# ---- fetch_sequencer_flat ----
Fig. 1: fetch_sequencer_flat, port wiring
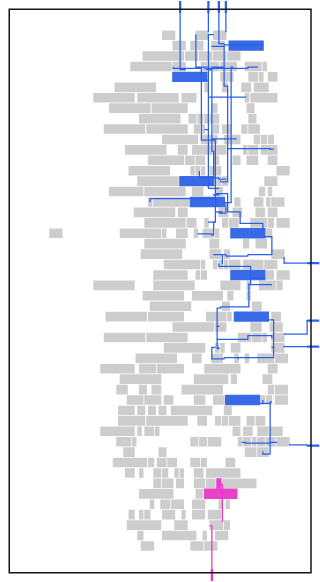

**src/rtl/fetch_pkg.sv**
```systemverilog
// Shared definitions for the fetch sequencer slice.
// Contents: the sequencer state type and the default PC width and
// return-stack depth.
package fetch_pkg;

    typedef enum logic [1:0] {
        IDLE = 2'd0,
        RUN  = 2'd1,
        HALT = 2'd2
    } fetch_state_t;

    localparam int DEF_PC_W    = 8;
    localparam int DEF_STACK_D = 4;

endpackage

```
**src/rtl/fetch_sequencer_if.sv**
```systemverilog
// Control and fetch bus between the decoder/ALU and the fetch sequencer.
// Signals:
//   start, start_addr           : run/restart request and its load address
//   stall                       : hold the current PC
//   branch, taken, abs_jump     : branch request, condition, target mode
//   rel_jump                    : signed offset or absolute target
//   call, ret, halt_req         : stack and halt requests
//   pc_out, fetch_valid, halt   : fetch address and run status
//   stack_overflow/underflow    : sticky stack error flags
// Modports: master = decoder side, slave = fetch_sequencer.
interface fetch_sequencer_if #(
    parameter int PC_W = fetch_pkg::DEF_PC_W
);
    logic            start;
    logic [PC_W-1:0] start_addr;
    logic            stall;
    logic            branch;
    logic            taken;
    logic            abs_jump;
    logic [PC_W-1:0] rel_jump;
    logic            call;
    logic            ret;
    logic            halt_req;
    logic [PC_W-1:0] pc_out;
    logic            fetch_valid;
    logic            halt;
    logic            stack_overflow;
    logic            stack_underflow;

    modport master (
        output start, start_addr, stall, branch, taken, abs_jump, rel_jump,
               call, ret, halt_req,
        input  pc_out, fetch_valid, halt, stack_overflow, stack_underflow
    );

    modport slave (
        input  start, start_addr, stall, branch, taken, abs_jump, rel_jump,
               call, ret, halt_req,
        output pc_out, fetch_valid, halt, stack_overflow, stack_underflow
    );
endinterface

```
**src/rtl/ret_stack.sv**
```systemverilog
// Return-address LIFO, STACK_D entries of PC_W bits.
// Ports:
//   CLK, reset     : clock, asynchronous active-high reset
//   push, pop      : write din on top / drop the top entry
//   clear          : empty the stack (wins over push and pop)
//   din, dout      : push data, current top entry
//   full, empty    : occupancy flags
// No error checking: the caller must not push when full or pop when empty.
module ret_stack #(
    parameter int PC_W    = fetch_pkg::DEF_PC_W,
    parameter int STACK_D = fetch_pkg::DEF_STACK_D
) (
    input  logic            CLK,
    input  logic            reset,
    input  logic            push,
    input  logic            pop,
    input  logic            clear,
    input  logic [PC_W-1:0] din,
    output logic [PC_W-1:0] dout,
    output logic            full,
    output logic            empty
);
    localparam int AW   = $clog2(STACK_D);
    localparam int SP_W = AW + 1;

    logic [PC_W-1:0] mem [STACK_D];
    logic [SP_W-1:0] sp;
    logic [AW-1:0]   top_idx;

    // Wraps to the last entry when empty; dout is then meaningless but in range.
    assign top_idx = sp[AW-1:0] - AW'(1);
    assign dout    = mem[top_idx];
    assign full    = (sp == SP_W'(STACK_D));
    assign empty   = (sp == '0);

    always_ff @(posedge CLK or posedge reset) begin
        if (reset) begin
            sp <= '0;
        end else if (clear) begin
            sp <= '0;
        end else if (push) begin
            sp <= sp + SP_W'(1);
        end else if (pop) begin
            sp <= sp - SP_W'(1);
        end
    end

    // Storage is not reset; only sp defines which entries are live.
    always_ff @(posedge CLK) begin
        if (push && !clear) begin
            mem[sp[AW-1:0]] <= din;
        end
    end
endmodule

```
**src/rtl/fetch_sequencer.sv**
```systemverilog
// Instruction-ROM address sequencer with run control, branches and a
// hardware call/return stack.
// Ports:
//   CLK, reset : clock, asynchronous active-high reset
//   bus        : fetch_sequencer_if slave (controls in, pc_out/status out)
//
// state | meaning
// IDLE  | out of reset, waiting for start, pc_out holds
// RUN   | fetching; pc_out advances, branches, calls or returns
// HALT  | stopped by halt_req or a stack error; only start leaves
module fetch_sequencer
    import fetch_pkg::*;
#(
    parameter int PC_W    = DEF_PC_W,
    parameter int STACK_D = DEF_STACK_D
) (
    input logic               CLK,
    input logic               reset,
    fetch_sequencer_if.slave  bus
);
    fetch_state_t    state;
    logic [PC_W-1:0] pc;
    logic [PC_W-1:0] pc_inc;
    logic [PC_W-1:0] target;
    logic            fetch_valid_q;
    logic            halt_q;
    logic            ovf_q;
    logic            unf_q;
    logic            active;
    logic            push;
    logic            pop;
    logic [PC_W-1:0] stk_top;
    logic            stk_full;
    logic            stk_empty;

    assign pc_inc = pc + PC_W'(1);
    // Modular add: the two's-complement offset needs no sign extension.
    assign target = bus.abs_jump ? bus.rel_jump : pc + bus.rel_jump;

    // A cycle in which RUN is actually allowed to act on controls.
    assign active = (state == RUN) && !bus.stall && !bus.start && !bus.halt_req;
    assign pop    = active && bus.ret && !stk_empty;
    assign push   = active && !bus.ret && bus.call && !stk_full;

    ret_stack #(
        .PC_W    (PC_W),
        .STACK_D (STACK_D)
    ) u_ret_stack (
        .CLK   (CLK),
        .reset (reset),
        .push  (push),
        .pop   (pop),
        .clear (bus.start),
        .din   (pc_inc),
        .dout  (stk_top),
        .full  (stk_full),
        .empty (stk_empty)
    );

    always_ff @(posedge CLK or posedge reset) begin
        if (reset) begin
            state         <= IDLE;
            pc            <= '0;
            fetch_valid_q <= 1'b0;
            halt_q        <= 1'b0;
            ovf_q         <= 1'b0;
            unf_q         <= 1'b0;
        end else if (bus.start) begin
            state         <= RUN;
            pc            <= bus.start_addr;
            fetch_valid_q <= 1'b1;
            halt_q        <= 1'b0;
            ovf_q         <= 1'b0;
            unf_q         <= 1'b0;
        end else if (state == RUN && !bus.stall) begin
            if (bus.halt_req) begin
                state         <= HALT;
                fetch_valid_q <= 1'b0;
                halt_q        <= 1'b1;
            end else if (bus.ret) begin
                if (stk_empty) begin
                    unf_q         <= 1'b1;
                    state         <= HALT;
                    fetch_valid_q <= 1'b0;
                    halt_q        <= 1'b1;
                end else begin
                    pc <= stk_top;
                end
            end else if (bus.call) begin
                if (stk_full) begin
                    ovf_q         <= 1'b1;
                    state         <= HALT;
                    fetch_valid_q <= 1'b0;
                    halt_q        <= 1'b1;
                end else begin
                    pc <= target;
                end
            end else if (bus.branch && bus.taken) begin
                pc <= target;
            end else begin
                pc <= pc_inc;
            end
        end
    end

    assign bus.pc_out          = pc;
    assign bus.fetch_valid     = fetch_valid_q;
    assign bus.halt            = halt_q;
    assign bus.stack_overflow  = ovf_q;
    assign bus.stack_underflow = unf_q;
endmodule

```
**src/flat_wrapper.sv**
```systemverilog
// flat-port wrapper written by rule: the top's interface ports become plain ports
module fetch_sequencer_flat import fetch_pkg::*;
#(
    parameter int PC_W    = DEF_PC_W,
    parameter int STACK_D = DEF_STACK_D
)
  (CLK, reset, bus_start, bus_start_addr, bus_stall, bus_branch, bus_taken, bus_abs_jump, bus_rel_jump, bus_call, bus_ret, bus_halt_req, bus_pc_out, bus_fetch_valid, bus_halt, bus_stack_overflow, bus_stack_underflow);
  fetch_sequencer_if #(.PC_W(PC_W)) bus_i ();
  input logic CLK;
  input logic reset;
  input wire logic [$bits(bus_i.start)-1:0] bus_start;
  input wire logic [$bits(bus_i.start_addr)-1:0] bus_start_addr;
  input wire logic [$bits(bus_i.stall)-1:0] bus_stall;
  input wire logic [$bits(bus_i.branch)-1:0] bus_branch;
  input wire logic [$bits(bus_i.taken)-1:0] bus_taken;
  input wire logic [$bits(bus_i.abs_jump)-1:0] bus_abs_jump;
  input wire logic [$bits(bus_i.rel_jump)-1:0] bus_rel_jump;
  input wire logic [$bits(bus_i.call)-1:0] bus_call;
  input wire logic [$bits(bus_i.ret)-1:0] bus_ret;
  input wire logic [$bits(bus_i.halt_req)-1:0] bus_halt_req;
  output wire logic [$bits(bus_i.pc_out)-1:0] bus_pc_out;
  output wire logic [$bits(bus_i.fetch_valid)-1:0] bus_fetch_valid;
  output wire logic [$bits(bus_i.halt)-1:0] bus_halt;
  output wire logic [$bits(bus_i.stack_overflow)-1:0] bus_stack_overflow;
  output wire logic [$bits(bus_i.stack_underflow)-1:0] bus_stack_underflow;
  assign bus_i.start = bus_start;
  assign bus_i.start_addr = bus_start_addr;
  assign bus_i.stall = bus_stall;
  assign bus_i.branch = bus_branch;
  assign bus_i.taken = bus_taken;
  assign bus_i.abs_jump = bus_abs_jump;
  assign bus_i.rel_jump = bus_rel_jump;
  assign bus_i.call = bus_call;
  assign bus_i.ret = bus_ret;
  assign bus_i.halt_req = bus_halt_req;
  assign bus_pc_out = bus_i.pc_out;
  assign bus_fetch_valid = bus_i.fetch_valid;
  assign bus_halt = bus_i.halt;
  assign bus_stack_overflow = bus_i.stack_overflow;
  assign bus_stack_underflow = bus_i.stack_underflow;
  fetch_sequencer #(.PC_W(PC_W), .STACK_D(STACK_D)) u_core (.CLK(CLK), .reset(reset), .bus(bus_i));
endmodule
```
**config.mk**
```make
export PLATFORM = sky130hd
export DESIGN_NAME = fetch_sequencer_flat
export DESIGN_NICKNAME = d
export VERILOG_FILES = /design/src/rtl/fetch_pkg.sv /design/src/rtl/fetch_sequencer_if.sv /design/src/rtl/ret_stack.sv /design/src/rtl/fetch_sequencer.sv /design/src/flat_wrapper.sv
export SDC_FILE = /design/constraint.sdc
export NUM_CORES = 1
export LEC_CHECK = 0
export CORE_ASPECT_RATIO = 2
export CORE_MARGIN = 5
export CORE_UTILIZATION = 30
export CTS_CLUSTER_SIZE = 30
export DETAILED_ROUTE_END_ITERATION = 10
export PLACE_DENSITY = 0.59
export REMOVE_ABC_BUFFERS = 1
export SYNTH_ARGS = -nofsm -noshare
export SYNTH_HDL_FRONTEND = slang
export SYNTH_SLANG_ARGS = --single-unit
```
**constraint.sdc**
```tcl
create_clock -name CLK -period 2.75 [get_ports CLK]
set_clock_uncertainty 0.2 [all_clocks]
set_input_delay 0.275 -clock CLK [delete_from_list [all_inputs] [get_ports CLK]]
set_output_delay 0.275 -clock CLK [all_outputs]
set_load 0.01 [all_outputs]
```
# ---- rf_wb_arbiter_flat ----
$ cat config.mk
export PLATFORM = sky130hd
export DESIGN_NAME = rf_wb_arbiter_flat
export DESIGN_NICKNAME = d
export VERILOG_FILES = /design/src/rtl/rf_pkg.sv /design/src/rtl/rf_wb_arbiter_if.sv /design/src/rtl/rf_wb_arbiter_slot.sv /design/src/rtl/rf_wb_arbiter.sv /design/src/flat_wrapper.sv
export SDC_FILE = /design/constraint.sdc
export NUM_CORES = 1
export LEC_CHECK = 0
export CORE_MARGIN = 3
export CORE_UTILIZATION = 50
export CTS_CLUSTER_DIAMETER = 80
export DETAILED_ROUTE_END_ITERATION = 6
export GPL_TIMING_DRIVEN = 0
export PLACE_DENSITY = 0.91
export SLEW_MARGIN = 10
export SYNTH_ARGS = -nofsm -noshare
export SYNTH_HDL_FRONTEND = slang
export SYNTH_SLANG_ARGS = --single-unit
$ cat constraint.sdc
create_clock -name clk -period 5.48 [get_ports clk]
set_clock_uncertainty 0.1 [all_clocks]
set_input_delay 1.644 -clock clk [delete_from_list [all_inputs] [get_ports clk]]
set_output_delay 1.644 -clock clk [all_outputs]
set_load 0.01 [all_outputs]
$ cat src/rtl/rf_pkg.sv
// Shared definitions for the register-bank write-back path.
// Sizes, source identifiers and the write request bundle.
package rf_pkg;

    localparam int REG_AW = 5;
    localparam int REG_DW = 32;
    localparam int NREG   = 32;
    localparam int NSRC   = 3;

    typedef enum logic [1:0] {
        SRC_ALU = 2'd0,
        SRC_LAM = 2'd1,
        SRC_JMP = 2'd2
    } src_e;

    typedef struct packed {
        logic [REG_AW-1:0] rd;
        logic [REG_DW-1:0] data;
    } wb_req_t;

endpackage

$ cat src/rtl/rf_wb_arbiter_if.sv
// Bundle between the write producers (ALU, LAM, JMP) and the
// write-back arbiter, plus the register bank port C / port M outputs.
// Producer side: *_valid/*_rd/*_data in, *_ready out.
// Bank side: wc_rd/wc_data, wm_rd/wm_data, pend_mask, idle.
interface rf_wb_arbiter_if
    import rf_pkg::*;
#(
    parameter int DW = REG_DW,
    parameter int AW = REG_AW
);
    logic          alu_valid;
    logic          alu_ready;
    logic [AW-1:0] alu_rd;
    logic [DW-1:0] alu_data;

    logic          lam_valid;
    logic          lam_ready;
    logic [AW-1:0] lam_rd;
    logic [DW-1:0] lam_data;

    logic          jmp_valid;
    logic          jmp_ready;
    logic [AW-1:0] jmp_rd;
    logic [DW-1:0] jmp_data;

    logic [AW-1:0] wc_rd;
    logic [DW-1:0] wc_data;
    logic [AW-1:0] wm_rd;
    logic [DW-1:0] wm_data;

    logic [(1<<AW)-1:0] pend_mask;
    logic               idle;

    modport slave (
        input  alu_valid, alu_rd, alu_data,
        input  lam_valid, lam_rd, lam_data,
        input  jmp_valid, jmp_rd, jmp_data,
        output alu_ready, lam_ready, jmp_ready,
        output wc_rd, wc_data, wm_rd, wm_data,
        output pend_mask, idle
    );

    modport master (
        output alu_valid, alu_rd, alu_data,
        output lam_valid, lam_rd, lam_data,
        output jmp_valid, jmp_rd, jmp_data,
        input  alu_ready, lam_ready, jmp_ready,
        input  wc_rd, wc_data, wm_rd, wm_data,
        input  pend_mask, idle
    );

endinterface

$ cat src/rtl/rf_wb_arbiter_slot.sv
// wb_slot: one-entry holding register for a single write producer.
// Ports: clk, reset, load, clr, rd_in/data_in -> v, rd, data.
module wb_slot #(
    parameter int AW = 5,
    parameter int DW = 32
) (
    input  logic          clk,
    input  logic          reset,
    input  logic          load,
    input  logic          clr,
    input  logic [AW-1:0] rd_in,
    input  logic [DW-1:0] data_in,
    output logic          v,
    output logic [AW-1:0] rd,
    output logic [DW-1:0] data
);

    // A load wins over a clear: a granted slot may refill the same edge.
    always_ff @(posedge clk) begin
        if (reset) begin
            v <= 1'b0;
        end else if (load) begin
            v    <= 1'b1;
            rd   <= rd_in;
            data <= data_in;
        end else if (clr) begin
            v <= 1'b0;
        end
    end

endmodule

$ cat src/rtl/rf_wb_arbiter.sv
// Write-back arbiter for the register bank's two write ports (C, M).
// Ports: clk, reset, bus (slave side of rf_wb_arbiter_if).
module rf_wb_arbiter
    import rf_pkg::*;
#(
    parameter int DW = REG_DW,
    parameter int AW = REG_AW
) (
    input  logic               clk,
    input  logic               reset,
    rf_wb_arbiter_if.slave     bus
);

    logic [NSRC-1:0] in_v;
    logic [NSRC-1:0] in_rdy;
    logic [NSRC-1:0] ld;
    logic [AW-1:0]   in_rd   [NSRC];
    logic [DW-1:0]   in_data [NSRC];

    logic [NSRC-1:0] slot_v;
    logic [AW-1:0]   slot_rd   [NSRC];
    logic [DW-1:0]   slot_data [NSRC];

    logic [NSRC-1:0] grant;
    logic [NSRC-1:0] drop;
    logic [NSRC-1:0] clr;

    // Upper triangle of the age matrix: oij=1 means slot i is older.
    logic o01, o02, o12;
    logic [NSRC-1:0][NSRC-1:0] old;
    logic [1:0]      rank [NSRC];
    logic [NSRC-1:0] blk;

    logic       p0_v, p1_v;
    logic [1:0] p0_i, p1_i;

    logic [AW-1:0] wc_rd_q, wm_rd_q;
    logic [DW-1:0] wc_data_q, wm_data_q;
    logic [(1<<AW)-1:0] pm;

    assign in_v[SRC_ALU]    = bus.alu_valid;
    assign in_v[SRC_LAM]    = bus.lam_valid;
    assign in_v[SRC_JMP]    = bus.jmp_valid;
    assign in_rd[SRC_ALU]   = bus.alu_rd;
    assign in_rd[SRC_LAM]   = bus.lam_rd;
    assign in_rd[SRC_JMP]   = bus.jmp_rd;
    assign in_data[SRC_ALU] = bus.alu_data;
    assign in_data[SRC_LAM] = bus.lam_data;
    assign in_data[SRC_JMP] = bus.jmp_data;

    assign bus.alu_ready = in_rdy[SRC_ALU];
    assign bus.lam_ready = in_rdy[SRC_LAM];
    assign bus.jmp_ready = in_rdy[SRC_JMP];

    // Ready depends only on registered state (and reset), never on valid.
    assign clr    = grant | drop;
    assign in_rdy = reset ? '0 : (~slot_v | clr);
    assign ld     = in_v & in_rdy;

    for (genvar s = 0; s < NSRC; s++) begin : g_slot
        wb_slot #(.AW(AW), .DW(DW)) u_slot (
            .clk     (clk),
            .reset   (reset),
            .load    (ld[s]),
            .clr     (clr[s]),
            .rd_in   (in_rd[s]),
            .data_in (in_data[s]),
            .v       (slot_v[s]),
            .rd      (slot_rd[s]),
            .data    (slot_data[s])
        );
    end

    always_comb begin
        old       = '0;
        old[0][1] = o01;
        old[1][0] = !o01;
        old[0][2] = o02;
        old[2][0] = !o02;
        old[1][2] = o12;
        old[2][1] = !o12;
    end

    // rank = number of valid slots older than this one (0 = oldest).
    always_comb begin
        for (int i = 0; i < NSRC; i++) begin
            rank[i] = '0;
            blk[i]  = 1'b0;
            for (int j = 0; j < NSRC; j++) begin
                if (j != i && slot_v[j] && old[j][i]) begin
                    rank[i] = rank[i] + 2'd1;
                    if (slot_rd[j] == slot_rd[i])
                        blk[i] = 1'b1;
                end
            end
        end
    end

    // Oldest-first scan. An older same-rd slot blocks a younger one, which
    // also keeps the two ports on distinct registers. rd=0 slots just drop.
    always_comb begin
        grant = '0;
        drop  = '0;
        p0_v  = 1'b0;
        p1_v  = 1'b0;
        p0_i  = '0;
        p1_i  = '0;
        for (int p = 0; p < NSRC; p++) begin
            for (int i = 0; i < NSRC; i++) begin
                if (slot_v[i] && rank[i] == 2'(p)) begin
                    if (slot_rd[i] == '0) begin
                        drop[i] = 1'b1;
                    end else if (!blk[i] && !p1_v) begin
                        grant[i] = 1'b1;
                        if (!p0_v) begin
                            p0_v = 1'b1;
                            p0_i = 2'(i);
                        end else begin
                            p1_v = 1'b1;
                            p1_i = 2'(i);
                        end
                    end
                end
            end
        end
    end

    // Age update per pair: a loading slot is younger than any slot that
    // stays; among simultaneous loads the lower source index is older.
    function automatic logic age_nx(logic cur, logic li, logic lj);
        return li ? lj : (lj ? 1'b1 : cur);
    endfunction

    always_ff @(posedge clk) begin
        if (reset) begin
            o01 <= 1'b0;
            o02 <= 1'b0;
            o12 <= 1'b0;
        end else begin
            o01 <= age_nx(o01, ld[0], ld[1]);
            o02 <= age_nx(o02, ld[0], ld[2]);
            o12 <= age_nx(o12, ld[1], ld[2]);
        end
    end

    always_ff @(posedge clk) begin
        if (reset) begin
            wc_rd_q   <= '0;
            wc_data_q <= '0;
            wm_rd_q   <= '0;
            wm_data_q <= '0;
        end else begin
            wc_rd_q <= p0_v ? slot_rd[p0_i] : '0;
            wm_rd_q <= p1_v ? slot_rd[p1_i] : '0;
            if (p0_v)
                wc_data_q <= slot_data[p0_i];
            if (p1_v)
                wm_data_q <= slot_data[p1_i];
        end
    end

    always_comb begin
        pm = '0;
        for (int i = 0; i < NSRC; i++) begin
            if (slot_v[i])
                pm[slot_rd[i]] = 1'b1;
        end
        pm[wc_rd_q] = 1'b1;
        pm[wm_rd_q] = 1'b1;
        pm[0]       = 1'b0;
    end

    assign bus.wc_rd     = wc_rd_q;
    assign bus.wc_data   = wc_data_q;
    assign bus.wm_rd     = wm_rd_q;
    assign bus.wm_data   = wm_data_q;
    assign bus.pend_mask = pm;
    assign bus.idle      = (slot_v == '0) && (wc_rd_q == '0)
                           && (wm_rd_q == '0);

    always_ff @(posedge clk) begin
        if (!reset) begin
            assert (wc_rd_q == '0 || wc_rd_q != wm_rd_q);
        end
    end

endmodule

$ cat src/flat_wrapper.sv
// flat-port wrapper written by rule: the top's interface ports become plain ports
module rf_wb_arbiter_flat import rf_pkg::*;
#(
    parameter int DW = REG_DW,
    parameter int AW = REG_AW
)
  (clk, reset, bus_alu_valid, bus_alu_rd, bus_alu_data, bus_lam_valid, bus_lam_rd, bus_lam_data, bus_jmp_valid, bus_jmp_rd, bus_jmp_data, bus_alu_ready, bus_lam_ready, bus_jmp_ready, bus_wc_rd, bus_wc_data, bus_wm_rd, bus_wm_data, bus_pend_mask, bus_idle);
  rf_wb_arbiter_if #(.DW(DW), .AW(AW)) bus_i ();
  input  logic clk;
  input  logic reset;
  input wire logic [$bits(bus_i.alu_valid)-1:0] bus_alu_valid;
  input wire logic [$bits(bus_i.alu_rd)-1:0] bus_alu_rd;
  input wire logic [$bits(bus_i.alu_data)-1:0] bus_alu_data;
  input wire logic [$bits(bus_i.lam_valid)-1:0] bus_lam_valid;
  input wire logic [$bits(bus_i.lam_rd)-1:0] bus_lam_rd;
  input wire logic [$bits(bus_i.lam_data)-1:0] bus_lam_data;
  input wire logic [$bits(bus_i.jmp_valid)-1:0] bus_jmp_valid;
  input wire logic [$bits(bus_i.jmp_rd)-1:0] bus_jmp_rd;
  input wire logic [$bits(bus_i.jmp_data)-1:0] bus_jmp_data;
  output wire logic [$bits(bus_i.alu_ready)-1:0] bus_alu_ready;
  output wire logic [$bits(bus_i.lam_ready)-1:0] bus_lam_ready;
  output wire logic [$bits(bus_i.jmp_ready)-1:0] bus_jmp_ready;
  output wire logic [$bits(bus_i.wc_rd)-1:0] bus_wc_rd;
  output wire logic [$bits(bus_i.wc_data)-1:0] bus_wc_data;
  output wire logic [$bits(bus_i.wm_rd)-1:0] bus_wm_rd;
  output wire logic [$bits(bus_i.wm_data)-1:0] bus_wm_data;
  output wire logic [$bits(bus_i.pend_mask)-1:0] bus_pend_mask;
  output wire logic [$bits(bus_i.idle)-1:0] bus_idle;
  assign bus_i.alu_valid = bus_alu_valid;
  assign bus_i.alu_rd = bus_alu_rd;
  assign bus_i.alu_data = bus_alu_data;
  assign bus_i.lam_valid = bus_lam_valid;
  assign bus_i.lam_rd = bus_lam_rd;
  assign bus_i.lam_data = bus_lam_data;
  assign bus_i.jmp_valid = bus_jmp_valid;
  assign bus_i.jmp_rd = bus_jmp_rd;
  assign bus_i.jmp_data = bus_jmp_data;
  assign bus_alu_ready = bus_i.alu_ready;
  assign bus_lam_ready = bus_i.lam_ready;
  assign bus_jmp_ready = bus_i.jmp_ready;
  assign bus_wc_rd = bus_i.wc_rd;
  assign bus_wc_data = bus_i.wc_data;
  assign bus_wm_rd = bus_i.wm_rd;
  assign bus_wm_data = bus_i.wm_data;
  assign bus_pend_mask = bus_i.pend_mask;
  assign bus_idle = bus_i.idle;
  rf_wb_arbiter #(.DW(DW), .AW(AW)) u_core (.clk(clk), .reset(reset), .bus(bus_i));
endmodule
Fig. 2: fetch_sequencer_flat, pin placement
Pins as bars across the die edge, other pins in grey.
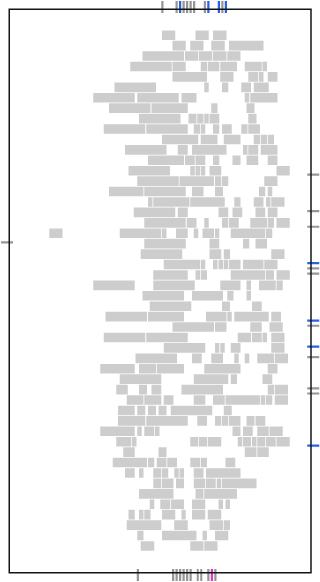
- `bus_pc_out`: blue (pins 8; direction output; edge 4 top, 4 right)
- `bus_halt_req`: magenta (pins 1; direction input; edge bottom)
- all pins by edge: 13 right, 12 top, 12 bottom, 1 left
die span in x: 78.33 µm
Chip Height: 146.7 µm
I/O Buffers: 37

Fig. 3: fetch_sequencer_flat, signal wires by layer
Bar = 20 µm.
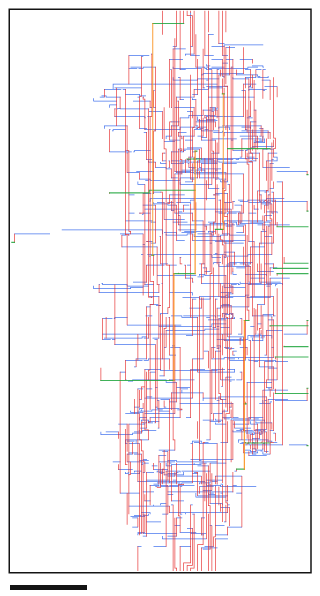
- M1: blue (wire length 2490 µm)
- M3: green (wire length 149 µm)
- M4: orange (wire length 195 µm)
- M2: red (wire length 4210 µm)
Tot GR Track Use: 12.73%
final wirelength: 7046 µm

## Picture notes: Fig. 1
- `bus_pc_out`: blue (bits 8; direction output; edge 4 top, 4 right; end cells 8; buffers 9; wire 562 µm)
- `bus_halt_req`: magenta (bits 1; direction input; edge bottom; end cells 2; buffers 1; wire 23.0 µm)
num ports: 38

==> results.py, fetch_sequencer_flat <==
# Flow results
metrics = {
    "finish": {
        "numSequentialCells": 47,
        "antennaDiodeCount": 0,
        "final.fill_count": 908,
        "area_growth_pct": 25.73,
        "final_util_pct": 38.04,
    },
    "place": {
        "dpl.hpwl_um": 5559,
    },
    "critical_path": {
        "worst_path_dominant_cell_family": "adder cells",
        "max_stage_delay_ns": 0.42,
        "crit_fanout": 6,
        "crit_path_cell_trace": "inv_1, ha_1, nand2_1, and4_1, fa_1, xnor2_1, nor3_1, a21oi_1, o21ai_1",
    },
    "yosys": {
        "syn_area_per_cell_um2": 11.58,
        "simple_gate_share_pct": 15.10,
        "most_common_cell": "edfxtp_1",
    },
    "sta": {
        "setup_viol": 0,
        "tightest_slew_ns": 0.7008,
        "max_freq_ghz": 0.4056,
    },
    "clocking": {
        "insertion_delay_ns": 0.30,
        "cts_resized": 0,
        "cts.sinks": 47,
        "cts_setup_buffers": 0,
        "cts_tree": "done",
    },
    "routing": {
        "avgRoutedWirePerCell_um": 17.84,
        "viasPerCell": 5.304,
    },
    "outcome": {
        "status": "finished clean",
    },
    "min_path": {
        "min_path_type": "in2async",
    },
}
## fetch_sequencer_flat: power breakdown
part / switching [mW] / internal, mW
registers: 0.0555 / 0.819
clock network: 0.292 / 0.346
logic: 0.331 / 0.319
## fetch_sequencer_flat: placed cells by master, fill, tap and decap left out, drive strengths merged, types with 2 or more instances in the layout
cell and n:
o21ai 9, nand2 17, a2111oi 3, nor4 2, o21a 4, and2 4
a211oi 3, nand3b 2, and4 2, clkdlybuf4s50 37, nor2b 10, nor3b 2
mux2 3, mux4 8, inv 11, nor3 8, edfxtp 32, a31oi 3
xnor2 6, xor2 3, nor2 20, ha 12, and3b 2, a21oi 14
dfrtp 15, a21o 2, mux2i 2, nand2b 3, clkbuf 5, o31ai 9
nand3 5, buf 16, fa 2, o21bai 2
## fetch_sequencer_flat: metal layers
| metal | vias up | share of wire [%] | track usage [%] | routed length, µm |
|---|---|---|---|---|
| met4 | 0 | 2.8 | 5.867 | 194 |
| met5 | - | 0 | 0 | 0 |
| met2 | 32 | 60 | 25.64 | 4208 |
| met1 | 1037 | 35 | 12.14 | 2494 |
| li1 | 1014 | - | - | - |
| met3 | 12 | 2.1 | 1.667 | 149 |
Fig. 4: rf_wb_arbiter_flat, pin placement
Pins as bars across the die edge, other pins in grey.
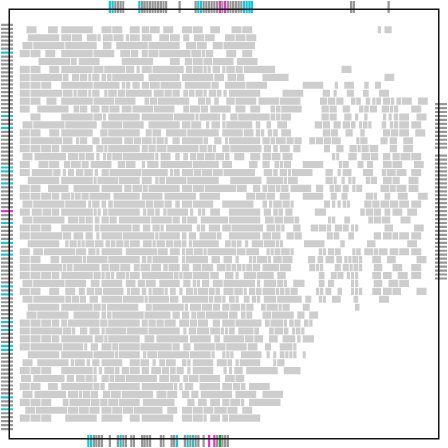
- `bus_wm_data`: cyan (pins 32; direction output; edge 17 left, 9 top, 6 bottom)
- `bus_lam_valid`: green (pins 1; direction input; edge bottom)
- `bus_alu_rd`: magenta (pins 5; direction input; edge 2 bottom, 2 top, 1 left)
- all pins by edge: 103 left, 44 right, 43 top, 36 bottom
I/O Buffers: 223
die span in x: 146.9 µm
Chip Height: 146.9 µm

==> results.py, rf_wb_arbiter_flat <==
# Flow results
metrics = {
    "outcome": {
        "status": "finished clean",
    },
    "routing": {
        "drc": 0,
        "route.met3.wl_um": 4274,
    },
    "yosys": {
        "top_area_cell": "edfxtp_1",
        "synth.distinct_cells": 78,
        "synth_seq_share_pct": 49.74,
        "yosys_warnings": 0,
        "async_flop_share_pct": 0,
    },
    "global_routing": {
        "grt_use_met3_pct": 9.130,
        "grtUsageTotal_pct": 30.65,
    },
    "finish": {
        "most-common-layout-cells": "clkdlybuf4s50_1, edfxtp_1, nor2_1",
        "drive_gt1_share_pct": 10.79,
    },
    "clocking": {
        "clock_path_buffers": 2,
        "cts_root_buf": "clkbuf_16",
        "cts_hold_buf": 0,
    },
    "power_and_ir_drop": {
        "power.internal_mw": 2.709,
        "p_leak_nw": 4.926,
        "p_comb_mw": 0.931,
        "clk-power_mw": 1.24,
    },
    "min_path": {
        "hp-start": "u_core.bus.wc_data[29]$_SDFFE_PP0P_",
    },
    "critical_path": {
        "startpoint_type": "flip-flop",
        "timing.rr.end": "u_core.bus.wc_data[16]$_SDFFE_PP0P_",
    },
    "sta": {
        "slew_viol_final": 0,
    },
}
rf_wb_arbiter_flat: worst min-delay path, delay by kind of cell (launching register included):
| family | cells | cell delay (ns) |
|---|---|---|
| compound gates | 1 | 0.06 |
| simple gates | 1 | 0.06 |
| flops | 1 | 0.31 |
rf_wb_arbiter_flat: cell type report:
cell class,instances,area [µm²]
well taps,260,325.3
repair buffers,234,2362
plain buffers,69,379.1
fillers,1245,5806
flip-flops and latches,191,4935
multi-input cells,678,4653
diodes,3,7.507
clock inverters,13,142.6
inverters,10,37.54
clock buffers,19,432.9
rf_wb_arbiter_flat: registers in the layout, indices dropped and copies added, names as in the netlist:
signal	flops
u_core.bus.wm_data	32
u_core.g_slot.u_slot.data	96
u_core.g_slot.u_slot.rd	15
u_core.g_slot.u_slot.v	3
u_core.bus.wc_rd	5
u_core.o02	1
u_core.o01	1
u_core.o12	1
u_core.bus.wm_rd	5
u_core.bus.wc_data	32
rf_wb_arbiter_flat: per-stage QoR:
stage,power [mW],worst slack [ns],TNS [ns]
global route,4.013,-0.02479,-0.02479
detailed placement,2.634,0.2329,0
finish,3.910,0.07644,0
CTS,3.859,0.04641,0
global placement,2.601,0.2480,0
floorplan,2.202,1.151,0

==> notes/layouts.md <==
Pictures saved along the way, in no particular order.

Clock distribution.
(a)
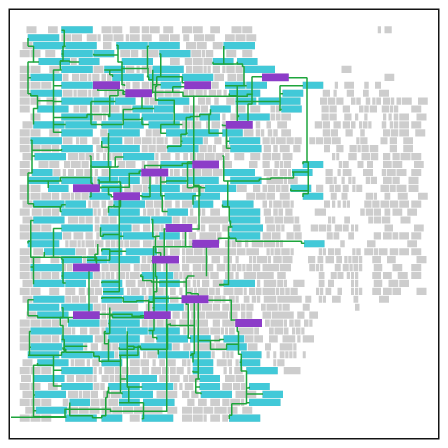
(b)
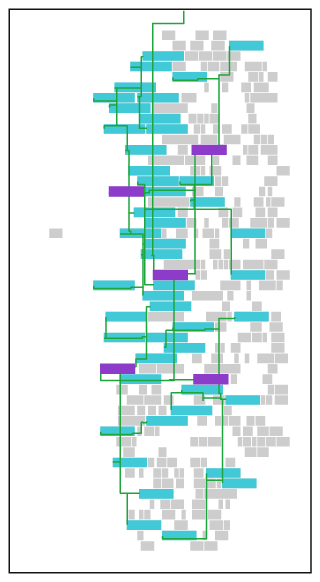
fetch_sequencer_flat -> (b)
rf_wb_arbiter_flat -> (a)
- most sequential cells: (a)

Key to (b):
- flip-flops: cyan (count 47)
- clock wires: green (length 688 µm)
- clock-net drivers: purple (count 5)
- routed clock nets: 6


# ---- pht_update_queue ----
Fig. 5: pht_update_queue, clock distribution
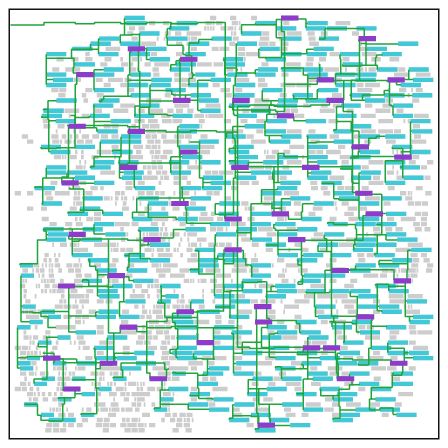

`src/rtl/pht_update_queue_pkg.sv`:
```
// Fetch-unit types shared by the PHT update path: branch result, queue entry,
// saturating counter update and bank-conflict test.
package pht_update_queue_pkg;

  localparam int INT_ISSUE_WIDTH        = 2;
  localparam int FETCH_WIDTH            = 2;
  localparam int PHT_INDEX_WIDTH        = 10;
  localparam int PHT_ENTRY_WIDTH        = 2;
  localparam int PHT_ENTRY_MAX          = (1 << PHT_ENTRY_WIDTH) - 1;
  localparam int PHT_UPDATE_QUEUE_DEPTH = 32;
  localparam int PHT_BANK_NUM  = (FETCH_WIDTH > INT_ISSUE_WIDTH) ? FETCH_WIDTH : INT_ISSUE_WIDTH;
  localparam int PHT_BANK_BITS = $clog2(PHT_BANK_NUM);

  typedef logic [PHT_INDEX_WIDTH-1:0] PHT_IndexPath;
  typedef logic [PHT_ENTRY_WIDTH-1:0] PHT_EntryPath;

  // A zero-width bank field yields an all-zero mask, so every read conflicts.
  localparam PHT_IndexPath PHT_BANK_MASK = PHT_IndexPath'((1 << PHT_BANK_BITS) - 1);

  typedef struct packed {
    logic         valid;
    logic         isCondBr;
    logic         execTaken;
    PHT_IndexPath phtIndex;
    PHT_EntryPath phtPrevValue;
  } BranchResult;

  typedef struct packed {
    PHT_IndexPath idx;
    PHT_EntryPath value;
  } PhtUpdateEntry;

  function automatic PHT_EntryPath PhtNextValue(input PHT_EntryPath prev, input logic taken);
    if (taken)
      return (prev == PHT_EntryPath'(PHT_ENTRY_MAX)) ? prev : prev + PHT_EntryPath'(1);
    else
      return (prev == '0) ? prev : prev - PHT_EntryPath'(1);
  endfunction

  function automatic logic IsBankConflict(input PHT_IndexPath a, input PHT_IndexPath b);
    return ((a ^ b) & PHT_BANK_MASK) == '0;
  endfunction

endpackage

```
`src/rtl/pht_update_fifo.sv`:
```
// Multi-push, single-pop circular buffer of PHT updates; pushes land in
// consecutive slots from tail in ascending lane order.
module pht_update_fifo
  import pht_update_queue_pkg::*;
#(
  parameter int DEPTH = 32,
  parameter int LANES = 2
) (
  input  logic                            clk,
  input  logic                            rst_n,
  input  logic          [LANES-1:0]       pushEn,
  input  PhtUpdateEntry [LANES-1:0]       pushData,
  input  logic                            pop,
  output PhtUpdateEntry                   head,
  output logic          [$clog2(DEPTH):0] count
);
  localparam int PTR_W = $clog2(DEPTH);
  typedef logic [PTR_W-1:0] PtrPath;

  PhtUpdateEntry mem [DEPTH];
  PtrPath        headPtr, tailPtr;
  PtrPath        slot [LANES];
  logic [PTR_W:0] pushNum;

  always_comb begin
    pushNum = '0;
    for (int i = 0; i < LANES; i++) begin
      slot[i] = tailPtr + PtrPath'(pushNum);
      pushNum = pushNum + {{PTR_W{1'b0}}, pushEn[i]};
    end
  end

  always_ff @(posedge clk)
    for (int i = 0; i < LANES; i++)
      if (pushEn[i]) mem[slot[i]] <= pushData[i];

  always_ff @(posedge clk) begin
    if (!rst_n) begin
      headPtr <= '0;
      tailPtr <= '0;
      count   <= '0;
    end else begin
      tailPtr <= tailPtr + PtrPath'(pushNum);
      headPtr <= headPtr + PtrPath'(pop);
      count   <= count + pushNum - (PTR_W+1)'(pop);
    end
  end

  assign head = mem[headPtr];

endmodule

```
`src/rtl/pht_update_queue.sv`:
```
// Queues resolved conditional-branch counter updates and drains them to the
// PHT write port, stalling on fetch read bank conflicts.
// Optional same-cycle bypass when empty: RSD_PHT_QUEUE_BYPASS_EN.
module pht_update_queue
  import pht_update_queue_pkg::*;
#(
  parameter int QUEUE_DEPTH    = PHT_UPDATE_QUEUE_DEPTH,
  parameter int ISSUE_LANES    = INT_ISSUE_WIDTH,
  parameter int READ_LANES     = FETCH_WIDTH,
  parameter int DROP_CNT_WIDTH = 16
) (
  input  logic                                  clk,
  input  logic                                  rst_n,
  input  BranchResult  [ISSUE_LANES-1:0]        brResult,
  input  logic         [READ_LANES-1:0]         rdValid,
  input  PHT_IndexPath [READ_LANES-1:0]         rdIndex,
  output logic                                  phtWE,
  output PHT_IndexPath                          phtWA,
  output PHT_EntryPath                          phtWV,
  output logic                                  empty,
  output logic                                  full,
  output logic         [$clog2(QUEUE_DEPTH):0]  count,
  output logic         [DROP_CNT_WIDTH-1:0]     dropCount
);
  localparam int CNT_W  = $clog2(QUEUE_DEPTH) + 1;
  localparam int LANE_W = $clog2(ISSUE_LANES + 1);
  typedef logic [CNT_W:0] AvailPath;

  PhtUpdateEntry [ISSUE_LANES-1:0] laneEntry;
  logic          [ISSUE_LANES-1:0] cand, pushEn;
  PhtUpdateEntry                   headEntry, bypassEntry;
  logic                            queueWE, bypassWE, doBypass;
  AvailPath                        avail, accNum;
  logic [LANE_W-1:0]               dropNum;
  logic [DROP_CNT_WIDTH:0]         dropSum;
`ifdef RSD_PHT_QUEUE_BYPASS_EN
  logic                            candSeen;
`endif

  function automatic logic ReadConflict(input PHT_IndexPath idx,
                                        input logic [READ_LANES-1:0] v,
                                        input PHT_IndexPath [READ_LANES-1:0] ri);
    logic hit = 1'b0;
    for (int j = 0; j < READ_LANES; j++)
      if (v[j] && IsBankConflict(idx, ri[j])) hit = 1'b1;
    return hit;
  endfunction

  for (genvar i = 0; i < ISSUE_LANES; i++) begin : g_lane
    assign cand[i]            = brResult[i].valid && brResult[i].isCondBr;
    assign laneEntry[i].idx   = brResult[i].phtIndex;
    assign laneEntry[i].value = PhtNextValue(brResult[i].phtPrevValue, brResult[i].execTaken);
  end

  assign queueWE = rst_n && !empty && !ReadConflict(headEntry.idx, rdValid, rdIndex);

  // Lanes claim free slots lowest-first; whatever does not fit is dropped.
  always_comb begin
    avail       = AvailPath'(QUEUE_DEPTH) - AvailPath'(count) + AvailPath'(queueWE);
    accNum      = '0;
    dropNum     = '0;
    pushEn      = '0;
    bypassWE    = 1'b0;
    bypassEntry = laneEntry[0];
    doBypass    = 1'b0;
`ifdef RSD_PHT_QUEUE_BYPASS_EN
    candSeen    = 1'b0;
`endif
    for (int i = 0; i < ISSUE_LANES; i++) begin
      if (cand[i]) begin
`ifdef RSD_PHT_QUEUE_BYPASS_EN
        doBypass = !candSeen && rst_n && empty &&
                   !ReadConflict(laneEntry[i].idx, rdValid, rdIndex);
        candSeen = 1'b1;
        if (doBypass) begin
          bypassWE    = 1'b1;
          bypassEntry = laneEntry[i];
        end
`endif
        if (!doBypass) begin
          if (accNum < avail) begin
            pushEn[i] = 1'b1;
            accNum    = accNum + AvailPath'(1);
          end else begin
            dropNum   = dropNum + LANE_W'(1);
          end
        end
      end
    end
  end

  pht_update_fifo #(.DEPTH(QUEUE_DEPTH), .LANES(ISSUE_LANES)) u_fifo (
    .clk      (clk),
    .rst_n    (rst_n),
    .pushEn   (pushEn),
    .pushData (laneEntry),
    .pop      (queueWE),
    .head     (headEntry),
    .count    (count)
  );

  assign dropSum = {1'b0, dropCount} + (DROP_CNT_WIDTH+1)'(dropNum);

  always_ff @(posedge clk) begin
    if (!rst_n)                     dropCount <= '0;
    else if (dropSum[DROP_CNT_WIDTH]) dropCount <= '1;
    else                            dropCount <= dropSum[DROP_CNT_WIDTH-1:0];
  end

  assign empty = (count == '0);
  assign full  = (count == CNT_W'(QUEUE_DEPTH));
  assign phtWE = queueWE || bypassWE;
  assign phtWA = bypassWE ? bypassEntry.idx   : headEntry.idx;
  assign phtWV = bypassWE ? bypassEntry.value : headEntry.value;

endmodule

```
`config.mk`:
```
export PLATFORM = sky130hd
export DESIGN_NAME = pht_update_queue
export DESIGN_NICKNAME = d
export VERILOG_FILES = /design/src/rtl/pht_update_queue_pkg.sv /design/src/rtl/pht_update_fifo.sv /design/src/rtl/pht_update_queue.sv
export SDC_FILE = /design/constraint.sdc
export NUM_CORES = 1
export LEC_CHECK = 0
export CAP_MARGIN = 20
export CORE_MARGIN = 2
export CORE_UTILIZATION = 45
export CTS_CLUSTER_SIZE = 16
export DETAILED_ROUTE_END_ITERATION = 8
export GPL_TIMING_DRIVEN = 0
export PLACE_DENSITY_LB_ADDON = 0.08
export SLEW_MARGIN = 5
export SYNTH_ARGS = -nofsm -noshare
export SYNTH_HDL_FRONTEND = slang
export SYNTH_SLANG_ARGS = --single-unit
```
`constraint.sdc`:
```
create_clock -name clk -period 8.4 [get_ports clk]
set_input_delay 0.84 -clock clk [delete_from_list [all_inputs] [get_ports clk]]
set_output_delay 0.84 -clock clk [all_outputs]
set_load 0.005 [all_outputs]
```
# ---- muldiv_sequencer ----
===== src/rtl/muldiv_sequencer.sv =====
// Multi-cycle HI/LO multiply/divide sequencer with stall generation for the MIPS EX stage.
// Optional abort input is compiled in with `define MULDIV_FLUSH_EN.
module muldiv_sequencer #(
    parameter int DIV_ITER = 32,
    parameter int WIDTH    = 32
) (
    input  logic             clock,
    input  logic             resetn,
`ifdef MULDIV_FLUSH_EN
    input  logic             flush,
`endif
    input  logic             op_valid,
    input  logic [2:0]       op_code,
    input  logic [WIDTH-1:0] src_a,
    input  logic [WIDTH-1:0] src_b,
    input  logic             rd_hi,
    input  logic             rd_lo,
    output logic [WIDTH-1:0] rd_data,
    output logic             stall,
    output logic             busy,
    output logic             done,
    output logic             div_zero,
    output logic [WIDTH-1:0] hi,
    output logic [WIDTH-1:0] lo
);

    localparam int CW = (DIV_ITER > 1) ? $clog2(DIV_ITER) : 1;

    typedef enum logic [2:0] {
        S_IDLE   = 3'd0,
        S_MUL    = 3'd1,
        S_DSETUP = 3'd2,
        S_DITER  = 3'd3,
        S_DFIX   = 3'd4
    } state_t;

    state_t r_state, w_state_nxt;

    logic [WIDTH-1:0]   r_hi, r_lo;
    logic [2*WIDTH-1:0] r_prod;
    logic [WIDTH-1:0]   r_rem, r_quo, r_dvsr;
    logic [CW-1:0]      r_cnt;
    logic               r_neg_q, r_neg_r, r_b_zero;
    logic               r_div_zero, r_dz_save;
    logic               r_done;

    logic               w_flush;
    logic               w_accept;
    logic               w_is_mul, w_is_div, w_is_mthi, w_is_mtlo, w_signed;
    logic               w_done_nxt;
    logic               w_in_div;
    logic [2*WIDTH-1:0] w_ext_a, w_ext_b, w_prod;
    logic [WIDTH-1:0]   w_abs_a, w_abs_b;
    logic [WIDTH:0]     w_shift, w_diff;
    logic [WIDTH-1:0]   w_q_fix, w_r_fix;

`ifdef MULDIV_FLUSH_EN
    assign w_flush = flush;
`else
    assign w_flush = 1'b0;
`endif

    assign w_is_mul  = (op_code[2:1] == 2'b00);
    assign w_is_div  = (op_code[2:1] == 2'b01);
    assign w_is_mthi = (op_code == 3'b100);
    assign w_is_mtlo = (op_code == 3'b101);
    assign w_signed  = ~op_code[0];
    assign w_accept  = (r_state == S_IDLE) & op_valid & ~w_flush;
    assign w_in_div  = (r_state == S_DSETUP) | (r_state == S_DITER) | (r_state == S_DFIX);

    // Sign- or zero-extend to 2*WIDTH so one multiplier serves mult and multu.
    assign w_ext_a = {{WIDTH{w_signed & src_a[WIDTH-1]}}, src_a};
    assign w_ext_b = {{WIDTH{w_signed & src_b[WIDTH-1]}}, src_b};
    assign w_prod  = w_ext_a * w_ext_b;

    assign w_abs_a = (w_signed & src_a[WIDTH-1]) ? (~src_a + 1'b1) : src_a;
    assign w_abs_b = (w_signed & src_b[WIDTH-1]) ? (~src_b + 1'b1) : src_b;

    // One restoring step: shift the next dividend bit into the partial remainder.
    assign w_shift = {r_rem, r_quo[WIDTH-1]};
    assign w_diff  = w_shift - {1'b0, r_dvsr};

    assign w_q_fix = r_neg_q ? (~r_quo + 1'b1) : r_quo;
    assign w_r_fix = r_neg_r ? (~r_rem + 1'b1) : r_rem;

    always_ff @(posedge clock or negedge resetn) begin
        if (!resetn) r_state <= S_IDLE;
        else         r_state <= w_state_nxt;
    end

    always_comb begin
        w_state_nxt = r_state;
        w_done_nxt  = 1'b0;
        case (r_state)
            S_IDLE: begin
                if (w_accept && w_is_mul)      w_state_nxt = S_MUL;
                else if (w_accept && w_is_div) w_state_nxt = S_DSETUP;
            end
            S_MUL: begin
                w_state_nxt = S_IDLE;
                w_done_nxt  = 1'b1;
            end
            S_DSETUP: begin
                if (r_b_zero) begin
                    w_state_nxt = S_IDLE;
                    w_done_nxt  = 1'b1;
                end else begin
                    w_state_nxt = S_DITER;
                end
            end
            S_DITER: begin
                if (r_cnt == '0) w_state_nxt = S_DFIX;
            end
            S_DFIX: begin
                w_state_nxt = S_IDLE;
                w_done_nxt  = 1'b1;
            end
            default: w_state_nxt = S_IDLE;
        endcase
        if (w_flush) begin
            w_state_nxt = S_IDLE;
            w_done_nxt  = 1'b0;
        end
    end

    always_ff @(posedge clock or negedge resetn) begin
        if (!resetn) begin
            r_hi       <= '0;
            r_lo       <= '0;
            r_prod     <= '0;
            r_rem      <= '0;
            r_quo      <= '0;
            r_dvsr     <= '0;
            r_cnt      <= '0;
            r_neg_q    <= 1'b0;
            r_neg_r    <= 1'b0;
            r_b_zero   <= 1'b0;
            r_div_zero <= 1'b0;
            r_dz_save  <= 1'b0;
            r_done     <= 1'b0;
        end else begin
            r_done <= w_done_nxt;
            if (w_accept) begin
                if (w_is_mthi) r_hi <= src_a;
                if (w_is_mtlo) r_lo <= src_a;
                if (w_is_mul)  r_prod <= w_prod;
                if (w_is_div) begin
                    r_dz_save  <= r_div_zero;
                    r_div_zero <= 1'b0;
                    r_quo      <= w_abs_a;
                    r_rem      <= '0;
                    r_dvsr     <= w_abs_b;
                    r_neg_q    <= w_signed & (src_a[WIDTH-1] ^ src_b[WIDTH-1]);
                    r_neg_r    <= w_signed & src_a[WIDTH-1];
                    r_b_zero   <= (src_b == '0);
                end
            end
            if (w_flush) begin
                // An aborted divide leaves the flag as it was before that divide.
                if (w_in_div) r_div_zero <= r_dz_save;
            end else begin
                case (r_state)
                    S_MUL: {r_hi, r_lo} <= r_prod;
                    S_DSETUP: begin
                        if (r_b_zero) r_div_zero <= 1'b1;
                        else          r_cnt      <= CW'(DIV_ITER - 1);
                    end
                    S_DITER: begin
                        r_cnt <= r_cnt - 1'b1;
                        if (!w_diff[WIDTH]) begin
                            r_rem <= w_diff[WIDTH-1:0];
                            r_quo <= {r_quo[WIDTH-2:0], 1'b1};
                        end else begin
                            r_rem <= w_shift[WIDTH-1:0];
                            r_quo <= {r_quo[WIDTH-2:0], 1'b0};
                        end
                    end
                    S_DFIX: begin
                        r_lo <= w_q_fix;
                        r_hi <= w_r_fix;
                    end
                    default: ;
                endcase
            end
        end
    end

    assign busy     = (r_state != S_IDLE);
    assign stall    = busy & (op_valid | rd_hi | rd_lo);
    assign rd_data  = rd_hi ? r_hi : (rd_lo ? r_lo : '0);
    assign done     = r_done;
    assign div_zero = r_div_zero;
    assign hi       = r_hi;
    assign lo       = r_lo;

endmodule


===== config.mk =====
export PLATFORM = sky130hd
export DESIGN_NAME = muldiv_sequencer
export DESIGN_NICKNAME = d
export VERILOG_FILES = /design/src/rtl/muldiv_sequencer.sv
export SDC_FILE = /design/constraint.sdc
export NUM_CORES = 2
export LEC_CHECK = 0
export CAP_MARGIN = 25
export CORE_MARGIN = 2
export CORE_UTILIZATION = 45
export CTS_CLUSTER_DIAMETER = 50
export DETAILED_ROUTE_END_ITERATION = 8
export GPL_ROUTABILITY_DRIVEN = 0
export PLACE_DENSITY = 0.72
export SYNTH_ARGS = -nofsm -noshare
export SYNTH_HDL_FRONTEND = slang
export SYNTH_SLANG_ARGS = --single-unit
export TNS_END_PERCENT = 100

===== constraint.sdc =====
create_clock -name clock -period 8.3 [get_ports clock]
set_input_delay 1.245 -clock clock [delete_from_list [all_inputs] [get_ports clock]]
set_output_delay 1.245 -clock clock [all_outputs]
set_load 0.01 [all_outputs]


==> layout pictures side by side <==
Signal wires by layer.
Plate I
Bar = 100 µm.
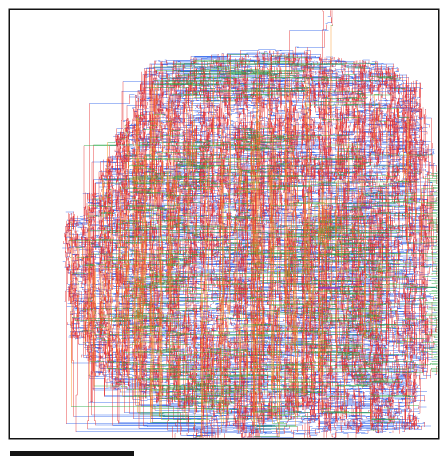
Plate II
Bar = 50 µm.
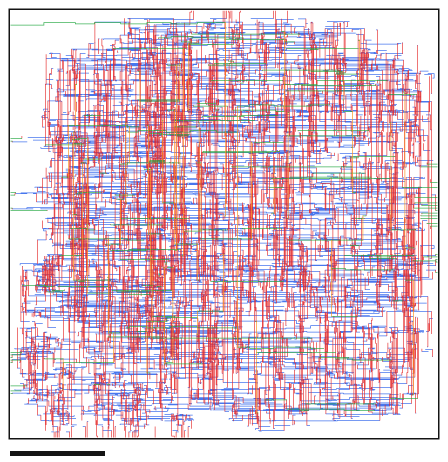
Of these, most wire: Plate I
Of these, largest die: Plate I
muldiv_sequencer -> Plate I
pht_update_queue -> Plate II

Key to Plate II:
- M2: red (wire length 29.8 mm)
- M3: green (wire length 3080 µm)
- M4: orange (wire length 2080 µm)
- M1: blue (wire length 28.0 mm)

Fig. 6: pht_update_queue, port wiring
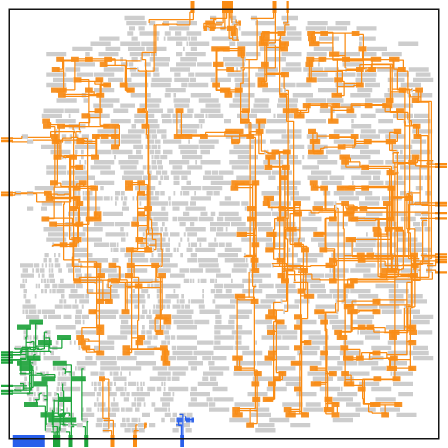
- `dropCount`: green (bits 16; direction output; edge 8 bottom, 8 left; end cells 16; buffers 16; wire 618 µm)
- `brResult`: orange (bits 30; direction input; edge 11 top, 11 right, 4 left, 4 bottom; end cells 333; buffers 90; wire 9320 µm)
- `rdIndex`: blue (bits 20; direction input; edge bottom; end cells 3; buffers 2; wire 34.7 µm)
num ports: 91
I/O Buffers: 72

Notes on Fig. 5 above:
- clock-net drivers: purple (count 48)
- clock wires: green (length 5890 µm)
- flip-flops: cyan (count 416)
- routed clock nets: 49
- flops lie: all over the die

==> results.py, pht_update_queue <==
# Flow results
metrics = {
    "critical_path": {
        "timing.rr.end": "u_fifo.mem[1][9]$_DFFE_PP_",
    },
    "yosys": {
        "most_common_cell": "edfxtp_1",
        "edf_count": 384,
        "postSynthCellCount": 1384,
        "async_flop_share_pct": 0,
        "synthFlopType": "edfxtp_1",
    },
    "finish": {
        "layout_top_cell": "edfxtp_1",
    },
    "outcome": {
        "status": "finished clean",
    },
    "routing": {
        "route.met3.wl_um": 3077,
    },
    "place": {
        "dp.cells": 2153,
    },
    "clocking": {
        "insertion_delay_ns": 0.60,
        "cts_tree": "done",
    },
    "min_path": {
        "hp-start": "dropCount[14]$_SDFF_PN0_",
    },
}
## pht_update_queue: worst min-delay path: stages (launching register included)
cell and delay [ns]:
dfxtp_1 0.33, mux2i_1 0.14, nor2_1 0.05
## pht_update_queue: flip-flops by register name (all words and copies together) (netlist names)
register / flops
u_fifo.count: 6
u_fifo.headPtr: 5
dropCount: 16
u_fifo.mem: 384
u_fifo.tailPtr: 5
## pht_update_queue: kinds of logic (layout without fill, tap and decap cells)
logic type / count (synthesis) / count (layout) / synth area share [%]
multiplexers: 519 / 519 / 32.83
XOR/XNOR: 24 / 24 / 0.9487
adder cells (fa/ha/maj): 28 / 28 / 1.660
buffers and inverters: 172 / 368 / 3.591
flip-flops: 416 / 416 / 54.93
AND/OR/NAND/NOR: 145 / 145 / 3.891
AND-OR/OR-AND: 80 / 80 / 2.146
## pht_update_queue: area by class of cell
type / instances / area, µm² / area share, %
multi-input cells: 796 / 9288 / 35.97
clock buffers: 69 / 1343 / 5.200
well taps: 664 / 830.8 / 3.218
repair buffers: 108 / 1207 / 4.677
plain buffers: 144 / 691.9 / 2.680
inverters: 28 / 105.1 / 0.4071
clock inverters: 19 / 180.2 / 0.6979
flip-flops and latches: 416 / 12170 / 47.15
Fig. 7: muldiv_sequencer, port wiring
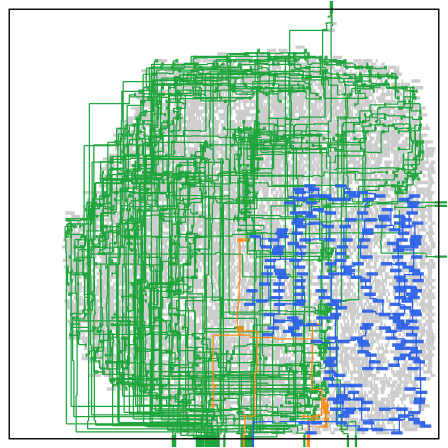
- `src_b`: green (bits 32; direction input; edge 27 bottom, 3 right, 2 top; end cells 1110; buffers 222; wire 38.8 mm)
- `op_code`: orange (bits 3; direction input; edge bottom; end cells 16; buffers 5; wire 558 µm)
- `resetn`: blue (bits 1; direction input; edge bottom; end cells 237; buffers 3; wire 1810 µm)
I/O Buffers: 171
num ports: 172

==> results.py, muldiv_sequencer <==
# Flow results
metrics = {
    "outcome": {
        "status": "finished clean",
    },
    "clocking": {
        "cts_resized": 95,
        "cts.sinks": 237,
        "cts_hold_buf": 0,
    },
    "min_path": {
        "worstHoldPathCells": 2,
    },
    "die": {
        "die_y_um": 344.0,
    },
    "finish": {
        "register_area_mm2": 0.005931,
        "numSequentialCells": 237,
        "drive_gt1_share_pct": 14.94,
        "final.fill_count": 9772,
        "final_nets": 7784,
        "clkCellAreaFrac_pct": 1.402,
        "area_growth_pct": 20.04,
        "comb_area_mm2": 0.04115,
    },
    "critical_path": {
        "crit_start": "src_b[20]",
        "cp-endpoint": "r_prod[58]$_DFFE_PN0P_",
        "timing.rr.end": "r_rem[7]$_DFFE_PN0P_",
        "cpMostUsedCell": "fa_1",
        "crit_fanout": 7,
    },
    "sta": {
        "fin_ws_ns": 0.1217,
        "max_freq_ghz": 0.1223,
        "skew_ns": 0.02066,
        "tightest_slew_ns": 1.180,
        "rsz0062_at_grt": "yes",
        "setup_viol": 0,
        "slew_viol_final": 0,
    },
    "place": {
        "dp.cells": 7738,
        "dpl.hpwl_um": 137000,
    },
    "routing": {
        "drc": 0,
        "avgRoutedWirePerCell_um": 23.00,
    },
    "yosys": {
        "synthTopCellsByArea": "fa_1, dfrtp_1, inv_1",
        "yosys_warnings": 0,
        "synthFlopType": "dfrtp_1",
    },
    "global_routing": {
        "grt_overflow_total": 0,
        "antenna_found_initial": 10,
    },
}
muldiv_sequencer: synth_stat cells (12+ instances only):
cell,number
xor2_1,110
nand2_1,927
inv_1,1147
dfrtp_1,237
a21o_1,40
ha_1,251
o41ai_1,12
nand4_1,24
nand3_1,30
a22oi_1,37
or3_1,21
o21bai_1,19
nand2b_1,23
xnor2_1,109
a31oi_1,21
nor3_1,38
a21oi_1,192
clkbuf_1,307
nor2b_1,16
o31ai_1,28
o21ai_0,220
a221oi_1,58
o211ai_1,13
a22o_1,40
buf_1,70
and2_1,356
nor2_1,245
fa_1,1126
muldiv_sequencer: registers in the layout, summed over array words and instances, names as in the netlist:
name / count
r_neg_q: 1
div_zero: 1
r_quo: 32
r_dvsr: 32
r_state: 3
r_neg_r: 1
lo: 32
r_rem: 32
done: 1
r_b_zero: 1
hi: 32
r_cnt: 5
r_prod: 64
muldiv_sequencer: worst min-delay path, stage by stage, from the launching register on:
cell,delay (ns)
dfrtp_1,0.34
nand2_1,0.05
o21ai_0,0.06


==> gallery <==
Placed standard cells.
panel A
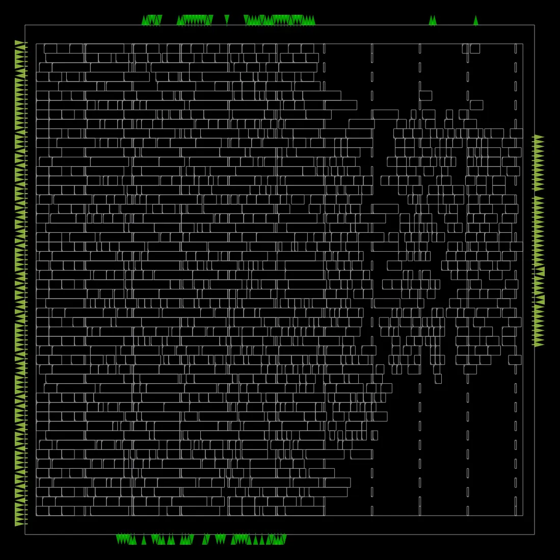
panel B
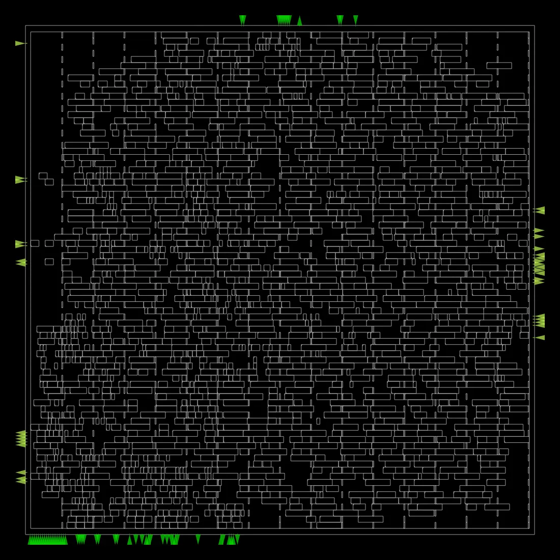
panel C
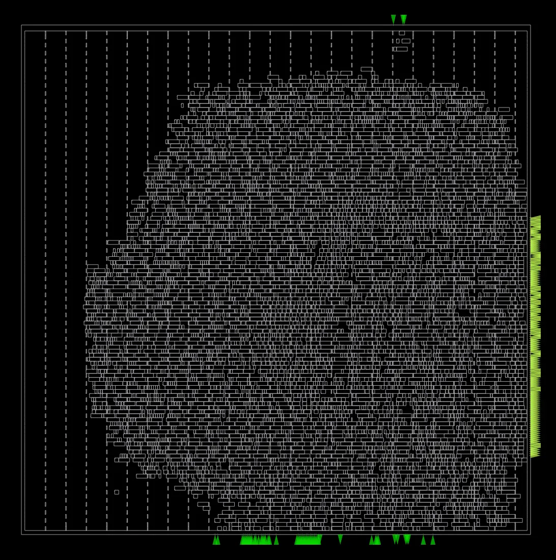
panel D
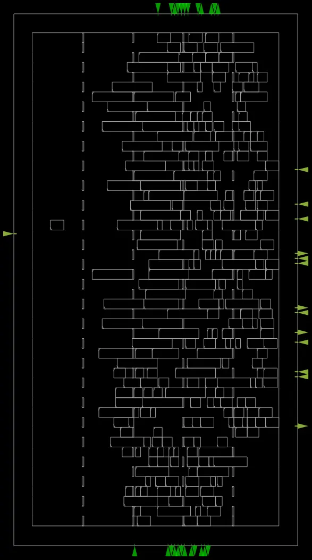
panel A: rf_wb_arbiter_flat
panel D: fetch_sequencer_flat
panel B: pht_update_queue
panel C: muldiv_sequencer
The one with the fewest cells is panel D.
The one with the fewest sequential cells is panel D.

No activity file was given, so power comes from the tool's default toggle rates.
